# seq_multiplier

### Pin map, seq_multiplier

Pins as bars across the die edge, other pins in gray.
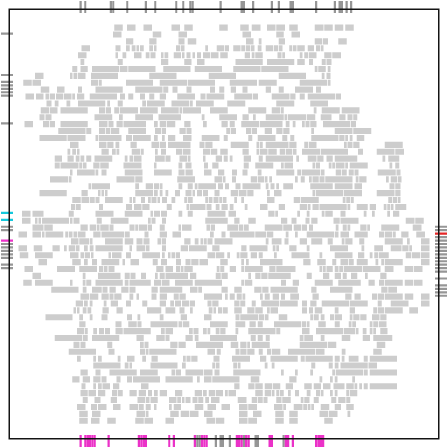
### Clock network drawn from the DEF, seq_multiplier

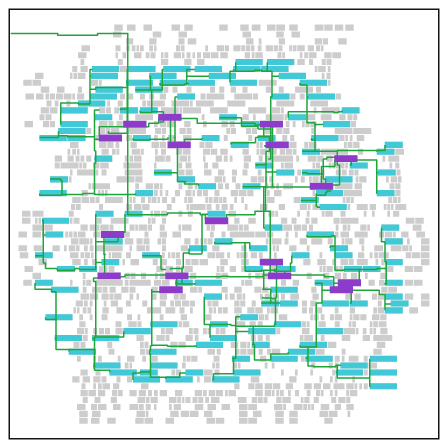
### Metal layers overlaid, seq_multiplier

Scale bar: 50 µm.
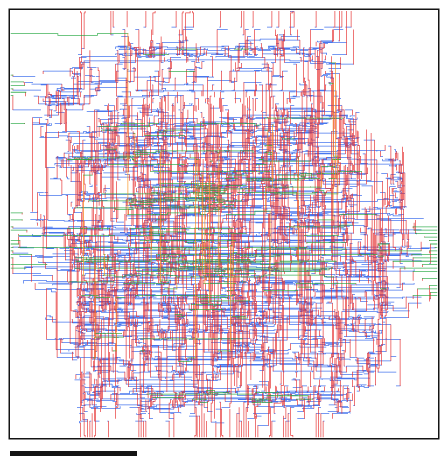
<file path="src/rtl/seq_multiplier_pkg.sv">
// Shared encodings for the iterative RV32M multiplier: op codes (also used by
// decode), FSM state encodings and operand signedness helpers.
package seq_multiplier_pkg;

  localparam logic [1:0] MUL_OP_MUL    = 2'b00;
  localparam logic [1:0] MUL_OP_MULH   = 2'b01;
  localparam logic [1:0] MUL_OP_MULHSU = 2'b10;
  localparam logic [1:0] MUL_OP_MULHU  = 2'b11;

  localparam logic [1:0] ST_IDLE = 2'd0;
  localparam logic [1:0] ST_CALC = 2'd1;
  localparam logic [1:0] ST_FIX  = 2'd2;
  localparam logic [1:0] ST_DONE = 2'd3;

  typedef enum logic [1:0] {
    S_IDLE = ST_IDLE,
    S_CALC = ST_CALC,
    S_FIX  = ST_FIX,
    S_DONE = ST_DONE
  } mul_state_e;

  // MUL low half is sign-independent, so it runs unsigned like MULHU.
  function automatic logic op_a_signed(input logic [1:0] op);
    return (op == MUL_OP_MULH) || (op == MUL_OP_MULHSU);
  endfunction

  function automatic logic op_b_signed(input logic [1:0] op);
    return (op == MUL_OP_MULH);
  endfunction

endpackage

</file>
<file path="src/rtl/ripple_carry_adder_Nb.sv">
// N-bit ripple-carry adder with optional B inversion; shared datapath block.
module ripple_carry_adder_Nb #(
  parameter int N = 32
) (
  input  logic [N-1:0] opa_i,
  input  logic [N-1:0] opb_i,
  input  logic         carry_i,
  input  logic         inv_b_i,
  output logic [N-1:0] sum_o,
  output logic         carry_o
);

  logic [N-1:0] w_b;
  logic         w_c;

  assign w_b = opb_i ^ {N{inv_b_i}};

  always_comb begin
    sum_o = '0;
    w_c   = carry_i;
    for (int i = 0; i < N; i++) begin
      sum_o[i] = opa_i[i] ^ w_b[i] ^ w_c;
      w_c      = (opa_i[i] & w_b[i]) | (w_c & (opa_i[i] ^ w_b[i]));
    end
    carry_o = w_c;
  end

endmodule

</file>
<file path="src/rtl/seq_multiplier.sv">
// Iterative shift-and-add multiplier for MUL/MULH/MULHSU/MULHU: magnitudes are
// multiplied over N cycles, then the 2N-bit product is sign-fixed in one cycle.
module seq_multiplier
  import seq_multiplier_pkg::*;
#(
  parameter int N = 32
) (
  input  logic         clk_i,
  input  logic         rstn_i,
  input  logic         valid_i,
  output logic         ready_o,
  input  logic [1:0]   op_i,
  input  logic [N-1:0] opa_i,
  input  logic [N-1:0] opb_i,
  input  logic         flush_i,
  output logic         valid_o,
  input  logic         ready_i,
  output logic [N-1:0] res_o
);

  localparam int                CW       = $clog2(N);
  localparam logic [CW-1:0]     CNT_LAST = CW'(N - 1);
  localparam logic [CW-1:0]     CNT_ONE  = CW'(1);
  localparam logic [N-1:0]      ONE_N    = N'(1);
  localparam logic [2*N-1:0]    ONE_2N   = (2 * N)'(1);

  mul_state_e     r_state;
  mul_state_e     w_state_nxt;
  logic [2*N-1:0] r_p;
  logic [N-1:0]   r_mcand;
  logic [1:0]     r_op;
  logic           r_neg;
  logic [CW-1:0]  r_cnt;
  logic [N-1:0]   r_res;

  logic           w_accept;
  logic           w_calc_last;
  logic [N-1:0]   w_addend;
  logic [N-1:0]   w_sum;
  logic           w_carry;
  logic [2*N-1:0] w_p_fix;
  logic [N-1:0]   w_a_mag;
  logic [N-1:0]   w_b_mag;
  logic           w_neg_in;

  function automatic logic [N-1:0] magnitude(input logic [N-1:0] v, input logic is_signed);
    return (is_signed && v[N-1]) ? (~v + ONE_N) : v;
  endfunction

  assign ready_o     = (r_state == S_IDLE);
  assign valid_o     = (r_state == S_DONE);
  assign res_o       = r_res;
  assign w_accept    = valid_i && ready_o;
  assign w_calc_last = (r_cnt == CNT_LAST);

  assign w_a_mag  = magnitude(opa_i, op_a_signed(op_i));
  assign w_b_mag  = magnitude(opb_i, op_b_signed(op_i));
  assign w_neg_in = (op_i == MUL_OP_MULH)   ? (opa_i[N-1] ^ opb_i[N-1]) :
                    (op_i == MUL_OP_MULHSU) ? opa_i[N-1] : 1'b0;

  assign w_addend = r_p[0] ? r_mcand : '0;
  assign w_p_fix  = r_neg ? (~r_p + ONE_2N) : r_p;

  ripple_carry_adder_Nb #(.N(N)) u_adder (
    .opa_i   (r_p[2*N-1:N]),
    .opb_i   (w_addend),
    .carry_i (1'b0),
    .inv_b_i (1'b0),
    .sum_o   (w_sum),
    .carry_o (w_carry)
  );

  // Flush aborts anything in flight; in IDLE there is nothing to abort.
  always_comb begin
    w_state_nxt = r_state;
    unique case (r_state)
      S_IDLE: if (valid_i)     w_state_nxt = S_CALC;
      S_CALC: if (w_calc_last) w_state_nxt = S_FIX;
      S_FIX:                   w_state_nxt = S_DONE;
      S_DONE: if (ready_i)     w_state_nxt = S_IDLE;
    endcase
    if (flush_i && (r_state != S_IDLE)) w_state_nxt = S_IDLE;
  end

  always_ff @(posedge clk_i) begin
    if (!rstn_i) begin
      r_state <= S_IDLE;
      r_cnt   <= '0;
      r_neg   <= 1'b0;
      r_res   <= '0;
    end else begin
      r_state <= w_state_nxt;
      if (w_accept) begin
        r_cnt <= '0;
        r_neg <= w_neg_in;
      end else if (r_state == S_CALC) begin
        r_cnt <= w_calc_last ? '0 : (r_cnt + CNT_ONE);
      end
      // Result register is loaded only on FIX->DONE and is zero elsewhere.
      if ((r_state == S_FIX) && !flush_i)
        r_res <= (r_op == MUL_OP_MUL) ? w_p_fix[N-1:0] : w_p_fix[2*N-1:N];
      else if ((r_state == S_DONE) && (ready_i || flush_i))
        r_res <= '0;
    end
  end

  always_ff @(posedge clk_i) begin
    if (w_accept) begin
      r_mcand <= w_a_mag;
      r_p     <= {{N{1'b0}}, w_b_mag};
      r_op    <= op_i;
    end else if (r_state == S_CALC) begin
      r_p <= {w_carry, w_sum, r_p[N-1:1]};
    end else if (r_state == S_FIX) begin
      r_p <= w_p_fix;
    end
  end

endmodule

</file>
<file path="config.mk">
export PLATFORM = sky130hd
export DESIGN_NAME = seq_multiplier
export DESIGN_NICKNAME = d
export VERILOG_FILES = /design/src/rtl/seq_multiplier_pkg.sv /design/src/rtl/ripple_carry_adder_Nb.sv /design/src/rtl/seq_multiplier.sv
export SDC_FILE = /design/constraint.sdc
export NUM_CORES = 1
export LEC_CHECK = 0
export CAP_MARGIN = 15
export CORE_MARGIN = 3
export CORE_UTILIZATION = 39
export DETAILED_ROUTE_END_ITERATION = 10
export PLACE_DENSITY_LB_ADDON = 0.2
export SYNTH_ARGS = -nofsm -noshare
export SYNTH_HDL_FRONTEND = slang
export SYNTH_SLANG_ARGS = --single-unit
export TNS_END_PERCENT = 100
</file>
<file path="constraint.sdc">
create_clock -name clk_i -period 17.6 [get_ports clk_i]
set_input_delay 3.52 -clock clk_i [delete_from_list [all_inputs] [get_ports clk_i]]
set_output_delay 3.52 -clock clk_i [all_outputs]
set_load 0.05 [all_outputs]
</file>
==> GITHUB_STEP_SUMMARY <==
### Flow metrics

| Metric | Value |
|---|---|
| Antenna cells | `0` |
| EDFF count, synth | `between 60 and 70` |
| Top cell area share | `between 10% and 20%` |
| Hold Path Depth | `2` |
| Crit path top cell by count | `fa_1` |
| Mean Syn Cell Area | `~8.7 µm²` |
| Status | `finished clean` |
| Flop pwr share | `about a third` |
| Flop share of the area | `approximately 28%` |
| Ys async rst share | `0%` |
| Yosys chip area | `0.0103 mm²` |
| Drt drc | `0` |
| Comb_multi_in | `approximately 930` |
| R2r endpoint | `r_p[62]$_SDFFE_PP0P_` |
| Crit-path max FO | `37` |
| Post-route ant nets | `0` |
| Comb. pwr | `0.000935 W` |
| Hpwl dp | `25.0 mm` |
| H-tree Lvls | `4` |
| I/O Pins | `about 110` |
| Switching share of total power | `47.0%` |
| Fin crit share | `between 70% and 80%` |
| Yosys warns | `0` |
| Nets | `roughly 1400` |
| Top cells by area | `edfxtp_1 19%, dfxtp_1 14%, fa_1 6.0%, xor2_1 5.2%, xnor2_1 4.1%` |
| Comb/total area | `between 50% and 60%` |
| Data arrival, critical path | `~14 ns` |
| Yosys cell types | `around 77` |
| Hold buffers post-CTS | `0` |
| Clk. pwr | `between 0.0003 and 0.0004 W` |
| Static Leak | `around 4.3 nW` |
| Most frequent cells in the layout | `107 x nor2_1, 104 x clkdlybuf4s50_1, 78 x nand2_1, 71 x dfxtp_1` |
| Synth top cell by count | `nor2_1` |
| Crit path from | `r_p[0]$_DFFE_PP_` |
| Area of the multi-input gates | `between 0.006 and 0.007 mm²` |
| First-pass GRT wire length | `around 53 mm` |
| Int Power | `0.00105 W` |
| Unrepaired setup endpoints after global routing | `false` |
| Critical path startpoint category | `flip-flop` |
| TritonCTS clock tree | `built` |
| WHS Endpoint | `res_o[28]$_SDFFE_PN0P_` |
| Drt first pass iters | `5` |
| Antenna violations before repair | `0` |
Notes on 'Pin map' of seq_multiplier above:
color	port	pins	direction	edge
red	rstn_i	1	input	right
magenta	opb_i	32	input	31 bottom, 1 left
cyan	op_i	2	input	left
Die Wd: 169 µm
DIE HEIGHT: 169 µm

Notes on 'Clock network drawn from the DEF' of seq_multiplier above:
[purple] cells driving clock nets | count: 17
[cyan] flip-flops | count: 138
[green] clock wires | length: 2080 µm
flops lie	all over the die
clock latency (worst-skew pair): 0.43 ns
clock share of power: 19.6%

Notes on 'Metal layers overlaid' of seq_multiplier above:
color	layer	wire length
red	met2	15800 µm
blue	met1	14600 µm
orange	met4	828 µm
green	met3	2820 µm
drt total wl: 34.0 mm
per-cell routed wire length: 21.5 µm
via count: 9744
Total Routing Usage GR: 23.5%

==> through the flow <==
step                      worst slack [ns]  instances  area (µm²)  utilization [%]  power, W
after global placement                4.37       1553       11600             45.1   0.00157
after detailed placement              4.15       1553       11600             45.1   0.00158
after global routing                  3.66       1585       12200             47.6   0.00210
final                                 4.23       1585       12200             47.6   0.00198
after floorplan                       5.08       1185       10300                -   0.00126
after CTS                             4.12       1585       12200             47.6   0.00197
==> registers in the layout, indices dropped and copies added (netlist names) <==
signal	flops
r_state	2
r_mcand	32
r_p	64
res_o	32
r_op	2
r_cnt	5
r_neg	1
==> logic make-up after synthesis <==
family | after synthesis | synth area share [%]
muxes | 27 | 2.66
buffers and inverters | 120 | 4.73
xor gates and xnor gates | 109 | 9.24
and+or+nand+nor | 417 | 21.1
adders and majority gates | 43 | 7.46
DFF | 138 | 33.1
AOI/OAI and AO/OA | 331 | 21.6
==> metal layers <==
layer	up-vias	GRT usage (%)	share of wire, %
met3	58	5.30	8.3
li1	4520	-	-
met4	0	6.90	2.4
met1	4731	32.9	43
met2	435	36.6	46
met5	-	0	0

# mem_stage

### Placement view, mem_stage

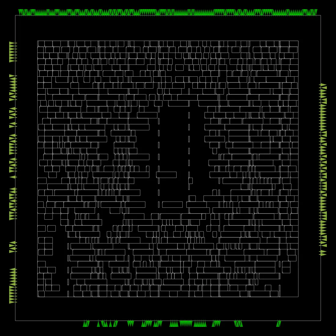
### Metal layers overlaid, mem_stage

Scale bar: 50 µm.
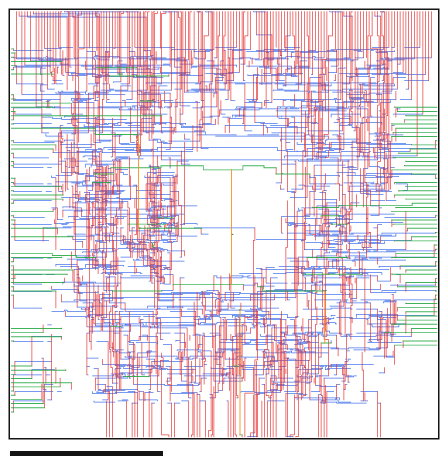
$ cat config.mk
export PLATFORM = sky130hd
export DESIGN_NAME = mem_stage
export DESIGN_NICKNAME = d
export VERILOG_FILES = /design/src/rtl/mem_stage_pkg.sv /design/src/rtl/mem_stage_memwb_regs.sv /design/src/rtl/mem_stage.sv
export SDC_FILE = /design/constraint.sdc
export NUM_CORES = 1
export LEC_CHECK = 0
export CAP_MARGIN = 0
export CORE_MARGIN = 10
export CORE_UTILIZATION = 38
export DETAILED_ROUTE_END_ITERATION = 8
export GPL_TIMING_DRIVEN = 0
export PLACE_DENSITY = 0.8
export SLEW_MARGIN = 20
export SYNTH_ARGS = -nofsm -noshare
export SYNTH_HDL_FRONTEND = slang
export SYNTH_SLANG_ARGS = --single-unit
$ cat constraint.sdc
create_clock -name clk -period 2.14 [get_ports clk]
set_clock_uncertainty 0.1 [all_clocks]
set_input_delay 0.321 -clock clk [delete_from_list [all_inputs] [get_ports clk]]
set_output_delay 0.321 -clock clk [all_outputs]
set_load 0.05 [all_outputs]
$ cat src/rtl/mem_stage_pkg.sv
// Shared definitions for the memory-access stage: state encoding, default
// widths and limits, and small decode helpers.
package mem_stage_pkg;

   localparam int XLEN_DEFAULT    = 32;
   localparam int TIMEOUT_DEFAULT = 255;
   localparam int CNT_W           = 8;

   typedef enum logic [1:0] {
      ST_IDLE = 2'd0,
      ST_REQ  = 2'd1,
      ST_RSP  = 2'd2,
      ST_DONE = 2'd3
   } state_e;

   // Any instruction that touches data memory.
   function automatic logic is_memop(input logic mem_read, input logic mem_write);
      return mem_read | mem_write;
   endfunction

endpackage

$ cat src/rtl/mem_stage_memwb_regs.sv
// MEM/WB inter-stage register: loads a full entry when enabled, otherwise
// turns into a bubble (controls cleared, data fields held) when asked.
module memwb_regs
   import mem_stage_pkg::*;
#(
   parameter int XLEN = XLEN_DEFAULT
) (
   input  logic            clk,
   input  logic            rst,
   input  logic            en,
   input  logic            bubble,
   input  logic [XLEN-1:0] inReadData,
   input  logic [XLEN-1:0] inALUOutput,
   input  logic [4:0]      inRd,
   input  logic            inRegWrite,
   input  logic            inMemtoReg,
   output logic [XLEN-1:0] outReadData,
   output logic [XLEN-1:0] outALUOutput,
   output logic [4:0]      outRd,
   output logic            outRegWrite,
   output logic            outMemtoReg
);

   logic [XLEN-1:0] read_data_q, read_data_d;
   logic [XLEN-1:0] alu_out_q,   alu_out_d;
   logic [4:0]      rd_q,        rd_d;
   logic            reg_write_q, reg_write_d;
   logic            mem_to_reg_q, mem_to_reg_d;

   // Next entry: full load, bubble (controls off, data held), or hold.
   always_comb begin
      // NOTE: every _d starts as its _q so no path through this block can infer a latch.
      read_data_d  = read_data_q;
      alu_out_d    = alu_out_q;
      rd_d         = rd_q;
      reg_write_d  = reg_write_q;
      mem_to_reg_d = mem_to_reg_q;
      if (en) begin
         read_data_d  = inReadData;
         alu_out_d    = inALUOutput;
         rd_d         = inRd;
         reg_write_d  = inRegWrite;
         mem_to_reg_d = inMemtoReg;
      end else if (bubble) begin
         reg_write_d  = 1'b0;
         mem_to_reg_d = 1'b0;
      end
   end

   // Register storage with asynchronous clear of every field.
   always_ff @(posedge clk or negedge rst) begin
      if (!rst) begin
         read_data_q  <= '0;
         alu_out_q    <= '0;
         rd_q         <= '0;
         reg_write_q  <= 1'b0;
         mem_to_reg_q <= 1'b0;
      end else begin
         // NOTE: non-blocking so every flop samples pre-edge values regardless of statement order.
         read_data_q  <= read_data_d;
         alu_out_q    <= alu_out_d;
         rd_q         <= rd_d;
         reg_write_q  <= reg_write_d;
         mem_to_reg_q <= mem_to_reg_d;
      end
   end

   assign outReadData  = read_data_q;
   assign outALUOutput = alu_out_q;
   assign outRd        = rd_q;
   assign outRegWrite  = reg_write_q;
   assign outMemtoReg  = mem_to_reg_q;

endmodule

$ cat src/rtl/mem_stage.sv
// Memory-access stage: runs one load/store per instruction over a
// valid/ready data port, stalls upstream meanwhile, resolves the branch and
// feeds the MEM/WB register. Waits longer than TIMEOUT abort with memErr.
module mem_stage
   import mem_stage_pkg::*;
#(
   parameter int TIMEOUT = TIMEOUT_DEFAULT,
   parameter int XLEN    = XLEN_DEFAULT
) (
   input  logic            clk,
   input  logic            rst,
   input  logic [XLEN-1:0] inPCBranch,
   input  logic            inZero,
   input  logic [XLEN-1:0] inALUOutput,
   input  logic [XLEN-1:0] inReadData2,
   input  logic [4:0]      inRd,
   input  logic            inRegWrite,
   input  logic            inMemtoReg,
   input  logic            inBranch,
   input  logic            inMemWrite,
   input  logic            inMemRead,
   output logic            dmemReqValid,
   input  logic            dmemReqReady,
   output logic [XLEN-1:0] dmemAddr,
   output logic [XLEN-1:0] dmemWData,
   output logic            dmemWe,
   input  logic            dmemRspValid,
   input  logic [XLEN-1:0] dmemRData,
   output logic            stall,
   output logic            pcSrc,
   output logic [XLEN-1:0] pcBranch,
   output logic [XLEN-1:0] wbReadData,
   output logic [XLEN-1:0] wbALUOutput,
   output logic [4:0]      wbRd,
   output logic            wbRegWrite,
   output logic            wbMemtoReg,
   output logic            memErr
);

   // Last count value before a wait is abandoned.
   localparam logic [CNT_W-1:0] CNT_LAST = CNT_W'(TIMEOUT - 1);

   state_e             state_q, state_d;
   logic [CNT_W-1:0]   cnt_q, cnt_d;
   logic               err_q, err_d;
   logic [XLEN-1:0]    ldbuf_q, ldbuf_d;
   logic               req_valid_q, req_valid_d;

   logic               memop;
   logic               expired;
   logic               stall_raw;
   logic               capture;
   logic [XLEN-1:0]    wb_rdata;

   assign memop   = is_memop(inMemRead, inMemWrite);
   assign expired = (cnt_q == CNT_LAST);

   // Transaction sequencing, wait counter, load buffer and sticky error.
   always_comb begin
      state_d = state_q;
      cnt_d   = cnt_q;
      err_d   = err_q;
      ldbuf_d = ldbuf_q;
      case (state_q)
         ST_IDLE: begin
            if (memop) begin
               state_d = ST_REQ;
               cnt_d   = '0;
            end
         end
         ST_REQ: begin
            // A handshake on the last allowed cycle still completes.
            if (dmemReqReady) begin
               state_d = inMemWrite ? ST_DONE : ST_RSP;
               cnt_d   = '0;
            end else if (expired) begin
               state_d = ST_DONE;
               err_d   = 1'b1;
               ldbuf_d = '0;
            end else begin
               cnt_d = cnt_q + 1'b1;
            end
         end
         ST_RSP: begin
            if (dmemRspValid) begin
               state_d = ST_DONE;
               ldbuf_d = dmemRData;
            end else if (expired) begin
               state_d = ST_DONE;
               err_d   = 1'b1;
               ldbuf_d = '0;
            end else begin
               cnt_d = cnt_q + 1'b1;
            end
         end
         ST_DONE: state_d = ST_IDLE;
         default: state_d = ST_IDLE;
      endcase
      req_valid_d = (state_d == ST_REQ);
   end

   // Stage state; request valid is registered alongside the state it decodes.
   always_ff @(posedge clk or negedge rst) begin
      if (!rst) begin
         state_q     <= ST_IDLE;
         cnt_q       <= '0;
         err_q       <= 1'b0;
         ldbuf_q     <= '0;
         req_valid_q <= 1'b0;
      end else begin
         state_q     <= state_d;
         cnt_q       <= cnt_d;
         err_q       <= err_d;
         ldbuf_q     <= ldbuf_d;
         req_valid_q <= req_valid_d;
      end
   end

   // Stall and MEM/WB load control: the entry is taken in IDLE for a
   // non-memory instruction and in DONE for a memory one; otherwise a bubble.
   always_comb begin
      stall_raw = 1'b0;
      capture   = 1'b0;
      wb_rdata  = '0;
      case (state_q)
         ST_IDLE: begin
            stall_raw = memop;
            capture   = !memop;
         end
         ST_REQ,
         ST_RSP:  stall_raw = 1'b1;
         ST_DONE: begin
            capture  = 1'b1;
            wb_rdata = inMemWrite ? '0 : ldbuf_q;
         end
         default: stall_raw = 1'b0;
      endcase
   end

   // Request fields are shown only while a request is outstanding; upstream
   // is frozen by stall, so they stay stable until the handshake.
   assign dmemReqValid = req_valid_q;
   assign dmemAddr     = req_valid_q ? inALUOutput : '0;
   assign dmemWData    = req_valid_q ? inReadData2 : '0;
   assign dmemWe       = req_valid_q & inMemWrite;

   // Reset also forces the combinational stage outputs low.
   assign stall    = rst & stall_raw;
   assign pcSrc    = rst & inBranch & inZero & (state_q == ST_IDLE) & !memop;
   assign pcBranch = inPCBranch;
   assign memErr   = err_q;

   memwb_regs #(
      .XLEN (XLEN)
   ) u_memwb (
      .clk          (clk),
      .rst          (rst),
      .en           (capture),
      .bubble       (!capture),
      .inReadData   (wb_rdata),
      .inALUOutput  (inALUOutput),
      .inRd         (inRd),
      .inRegWrite   (inRegWrite),
      .inMemtoReg   (inMemtoReg),
      .outReadData  (wbReadData),
      .outALUOutput (wbALUOutput),
      .outRd        (wbRd),
      .outRegWrite  (wbRegWrite),
      .outMemtoReg  (wbMemtoReg)
   );

endmodule

==> GITHUB_STEP_SUMMARY <==
### Flow metrics

| Metric | Value |
|---|---|
| Hold Violations, Final | `0` |
| Switching share of total power | `between 40% and 50%` |
| Hold buffers post-CTS | `2` |
| Post-layout util | `65.4%` |
| Drt first pass iters | `4` |
| Comb_multi_in | `a little over 300` |
| Flop pwr share | `roughly a quarter` |
| Total Power | `approximately 0.014 W` |
| Worst Tran Pin Value | `0.561 ns` |
| Inverter count | `8` |
| R2r worst-path depth | `8` |
| Hold_sp | `inMemtoReg` |
| Clock sink count | `115` |
| Yosys warns | `0` |
| Clock share of power | `a little under a fifth` |
| Area of placed instances | `around 0.0085 mm²` |
| Int Power | `approximately 0.0078 W` |
| Worst path setup slack after routing | `0.0507 ns` |
| Ys cells | `between 400 and 500` |
| Flop share of the area | `approximately a third` |
| DIE HEIGHT | `~140 µm` |
| Synth Area in Adders | `under 10%` |
| Kind of critical path | `reg2out` |
| Top cell category | `buffers` |
| Die Wd | `140 µm` |
| Area of the multi-input gates | `0.00217 mm²` |
| Synth Register Bits | `between 100 and 150` |
| Status | `finished clean` |
| Top cell area share | `a little over half` |
| Post-Place Worst Slack | `-0.566 ns` |
| Core area | `around 0.014 mm²` |
| Synth logic family | `simple AND/OR/NAND/NOR gates` |
## Picture notes: 'Placement view' of mem_stage
final std cells w/o fill: 995
Filler Cell Count: 1081
row cnt: 43
flip-flops: 115
Well Taps: 180

## Picture notes: 'Metal layers overlaid' of mem_stage
color	layer	wire length
green	met3	1440 µm
blue	met1	7990 µm
orange	met4	126 µm
red	met2	10500 µm
per-cell routed wire length: 20.2 µm
drt total wl: 20.1 mm
Total Routing Usage GR: 19.7%
via count: 4807

==> worst max-delay path, stage by stage, from the launching register on <==
cell and delay [ns]:
dfrtp_2 0.42, buf_4 0.16, ha_1 0.28, nor3b_2 0.23, buf_6 0.18
==> routing by layer <==
metal,wire length [µm],share of wire [%]
met5,0,0
met4,125,0.62
met3,1440,7.2
met2,10500,52
met1,7990,40
==> power by group through the flow <==
stage	combinational, W	sequential, W	clock (W)
floorplan	0.00334	0.00542	0
finish	0.00800	0.00358	0.00272
detailed placement	0.00791	0.00359	0
global route	0.00841	0.00368	0.00289
global placement	0.00777	0.00354	0
CTS	0.00799	0.00357	0.00276
==> sequential cells by signal, indices dropped and copies added (netlist names) <==
register and cells:
u_memwb.outRd 5, u_memwb.outALUOutput 32, cnt_q 8, u_memwb.outMemtoReg 1
u_memwb.outRegWrite 1, memErr 1, dmemReqValid 1, state_q 2
u_memwb.outReadData 32, ldbuf_q 32
==> synth_stat cells (4+ instances only) <==
cell type	number
dfrtp_1	115
mux2_4	24
nor2b_1	4
clkbuf_1	13
buf_2	12
mux2_2	13
a22o_1	32
nor2_1	6
and2_1	67
o21ai_0	41
ha_1	8
buf_6	4
nand2_1	71
a21oi_1	12
buf_4	32
inv_1	8

# spi_byte_rx_flat

### Nets reached from selected ports, spi_byte_rx_flat

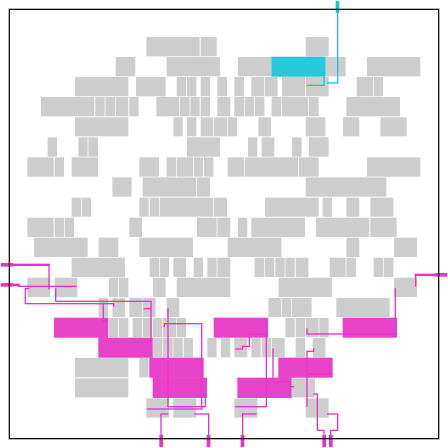
### Pin map, spi_byte_rx_flat

Pins as bars across the die edge, other pins in gray.
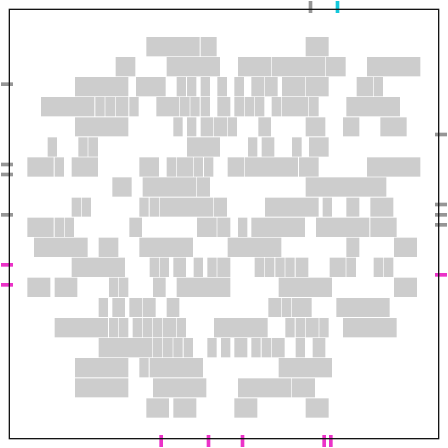
## src/rtl/spi_byte_rx_if.sv

```systemverilog
// spi_byte_rx_if: received-word valid/ready channel
interface spi_byte_rx_if #(parameter int DATA_W = 8);
  logic [DATA_W-1:0] rx_data;
  logic rx_valid;
  logic rx_ready;
  modport master (output rx_data, rx_valid, input rx_ready);
  modport slave (input rx_data, rx_valid, output rx_ready);
endinterface

```

## src/rtl/spi_byte_rx.sv

```systemverilog
// spi_byte_rx: synchronises an external SPI master and delivers DATA_W-bit words on a valid/ready channel
module spi_byte_rx #(
  parameter int DATA_W = 8,
  parameter bit MSB_FIRST = 1'b1,
  parameter int SYNC_STAGES = 2
) (
  input  logic clk,
  input  logic rst_n,
  input  logic sck,
  input  logic sdi,
  input  logic cs_n,
  spi_byte_rx_if.master rx,
  output logic frame_active,
  output logic overrun,
  output logic frame_err
);
  localparam int CW = $clog2(DATA_W + 1);
  localparam logic [0:0] IDLE = 1'b0;
  localparam logic [0:0] SHIFT = 1'b1;
  logic [SYNC_STAGES-1:0] sck_s, sdi_s, cs_s;
  logic sck_d, rise, done, last;
  logic [0:0] state;
  logic [CW-1:0] cnt;
  logic [DATA_W-1:0] sh, sh_nx;
  always_comb begin
    rise = sck_s[SYNC_STAGES-1] & ~sck_d;
    last = cnt == CW'(DATA_W - 1);
    sh_nx = MSB_FIRST ? {sh[DATA_W-2:0], sdi_s[SYNC_STAGES-1]} : {sdi_s[SYNC_STAGES-1], sh[DATA_W-1:1]};
    frame_active = state == SHIFT;
  end
  // done marks the cycle after the completing rise; sh holds the full word then
  always_ff @(posedge clk) begin
    if (!rst_n) begin
      sck_s <= '0;
      sdi_s <= '0;
      cs_s <= '1;
      sck_d <= 1'b0;
      state <= IDLE;
      cnt <= '0;
      sh <= '0;
      done <= 1'b0;
      rx.rx_data <= '0;
      rx.rx_valid <= 1'b0;
      overrun <= 1'b0;
      frame_err <= 1'b0;
    end else begin
      sck_s <= {sck_s[SYNC_STAGES-2:0], sck};
      sdi_s <= {sdi_s[SYNC_STAGES-2:0], sdi};
      cs_s <= {cs_s[SYNC_STAGES-2:0], cs_n};
      sck_d <= sck_s[SYNC_STAGES-1];
      done <= 1'b0;
      frame_err <= 1'b0;
      if (state == IDLE) begin
        if (!cs_s[SYNC_STAGES-1]) begin
          state <= SHIFT;
          cnt <= '0;
        end
      end else if (cs_s[SYNC_STAGES-1]) begin
        state <= IDLE;
        cnt <= '0;
        frame_err <= cnt != '0;
      end else if (rise) begin
        sh <= sh_nx;
        done <= last;
        cnt <= last ? '0 : cnt + 1'b1;
      end
      overrun <= done & rx.rx_valid & ~rx.rx_ready;
      if (done & (~rx.rx_valid | rx.rx_ready)) begin
        rx.rx_data <= sh;
        rx.rx_valid <= 1'b1;
      end else if (rx.rx_ready) begin
        rx.rx_valid <= 1'b0;
      end
    end
  end
endmodule

```

## src/flat_wrapper.sv

```systemverilog
// flat-port wrapper written by rule: the top's interface ports become plain ports
module spi_byte_rx_flat 
#(
  parameter int DATA_W = 8,
  parameter bit MSB_FIRST = 1'b1,
  parameter int SYNC_STAGES = 2
)
  (clk, rst_n, sck, sdi, cs_n, frame_active, overrun, frame_err, rx_rx_data, rx_rx_valid, rx_rx_ready);
  spi_byte_rx_if #(.DATA_W(DATA_W)) rx_i ();
  input  logic clk;
  input  logic rst_n;
  input  logic sck;
  input  logic sdi;
  input  logic cs_n;
  output logic frame_active;
  output logic overrun;
  output logic frame_err;
  output wire logic [$bits(rx_i.rx_data)-1:0] rx_rx_data;
  output wire logic [$bits(rx_i.rx_valid)-1:0] rx_rx_valid;
  input wire logic [$bits(rx_i.rx_ready)-1:0] rx_rx_ready;
  assign rx_rx_data = rx_i.rx_data;
  assign rx_rx_valid = rx_i.rx_valid;
  assign rx_i.rx_ready = rx_rx_ready;
  spi_byte_rx #(.DATA_W(DATA_W), .MSB_FIRST(MSB_FIRST), .SYNC_STAGES(SYNC_STAGES)) u_core (.clk(clk), .rst_n(rst_n), .sck(sck), .sdi(sdi), .cs_n(cs_n), .rx(rx_i), .frame_active(frame_active), .overrun(overrun), .frame_err(frame_err));
endmodule
```

## config.mk

```make
export PLATFORM = sky130hd
export DESIGN_NAME = spi_byte_rx_flat
export DESIGN_NICKNAME = d
export VERILOG_FILES = /design/src/rtl/spi_byte_rx_if.sv /design/src/rtl/spi_byte_rx.sv /design/src/flat_wrapper.sv
export SDC_FILE = /design/constraint.sdc
export NUM_CORES = 1
export LEC_CHECK = 0
export ABC_AREA = 1
export ABC_CLOCK_PERIOD_IN_PS = 1400
export CAP_MARGIN = 25
export CORE_MARGIN = 2
export CORE_UTILIZATION = 40
export DETAILED_ROUTE_END_ITERATION = 7
export GPL_ROUTABILITY_DRIVEN = 0
export SLEW_MARGIN = 10
export SYNTH_ARGS = -nofsm -noshare
export SYNTH_HDL_FRONTEND = slang
export SYNTH_SLANG_ARGS = --single-unit
```

## constraint.sdc

```tcl
create_clock -name clk -period 1.4 [get_ports clk]
set_input_delay 0.28 -clock clk [delete_from_list [all_inputs] [get_ports clk]]
set_output_delay 0.28 -clock clk [all_outputs]
set_load 0.02 [all_outputs]
```

==> GITHUB_STEP_SUMMARY <==
### Flow metrics

| Metric | Value |
|---|---|
| Status | `finished clean` |
| Max Root-Sink Buffers | `2` |
| Iter 0 DRT Violations | `24` |
| Kind of critical path | `reg2out` |
| Hold_sp | `u_core.sck_s[0]$_SDFF_PN0_` |
| Yosys cell types | `20` |
| Die area | `between 0.003 and 0.004 mm²` |
| Post-Synth AOI/OAI Area | `under 10%` |
| Setup Fix Bufs, Post-CTS | `0` |
| Top FF cell, synth | `dfxtp_1` |
| Number of CTS-inserted buffers | `5` |
| Post_cts resized | `12` |
| Mapped Cells | `about 140` |
| Row cnt | `19` |
| Critical path startpoint category | `flip-flop` |
| Maxcap violations | `0` |
| Clock sink count | `32` |
| Layout area overhead | `24.1%` |
| CP Cell Sequence | `dlygate4sd2_1` |
| Ys cells | `about 140` |
| MUX share of area | `0%` |
| Final Cell Area | `~0.0014 mm²` |
| GRT overflow | `0` |
| Hold Crit Class | `reg2reg` |
## Picture notes: 'Nets reached from selected ports' of spi_byte_rx_flat
color	port	direction	end cells	buffers	wire
magenta	rx_rx_data	output	8	8	186 µm
cyan	frame_err	output	1	1	15.0 µm
Port Buf Inserts: 17
I/O Pins: 18

## Picture notes: 'Pin map' of spi_byte_rx_flat
color	port	pins	direction	edge
cyan	frame_err	1	output	top
magenta	rx_rx_data	8	output	5 bottom, 2 left, 1 right
all pins by edge	6 left, 5 right, 5 bottom, 2 top
DIE HEIGHT: 58.0 µm
Die Wd: 58.0 µm

where the power goes:
| part | switching, W | internal [W] | total [W] | leakage (nW) |
|---|---|---|---|---|
| clock network | 0.000302 | 0.000374 | 0.000677 | 0.0422 |
| registers | 0.00000439 | 0.000919 | 0.000924 | 0.259 |
| logic | 0.0000288 | 0.0000291 | 0.0000579 | 0.394 |
| total | 0.000336 | 0.00132 | 0.00166 | 0.695 |
per-stage QoR:
step           power (W)  setup TNS (ns)  utilization [%]
6_report         0.00166               0             52.5
5_1_grt          0.00175               0             52.5
4_1_cts          0.00169               0             52.5
3_5_place_dp     0.00100          -0.923             50.3
3_3_place_gp     0.00100          -0.729             50.3
2_1_floorplan   0.000975               0                -
per-layer routing:
layer	global-route usage, %	vias up
met3	4.69	7
li1	-	506
met2	21.1	21
met1	20.9	428
met5	0	-
met4	10.3	0
final cells by class:
cell class / count / area (µm²)
inverter: 17 / 63.8
multi-input combinational: 92 / 435
sequential: 32 / 641
timing repair buffer: 22 / 193
tap: 31 / 38.8
clock inverter: 2 / 35.0
fill: 272 / 1310
clock buffer: 6 / 41.3

Power figures rest on the tool's default switching activity, not on a simulated workload.
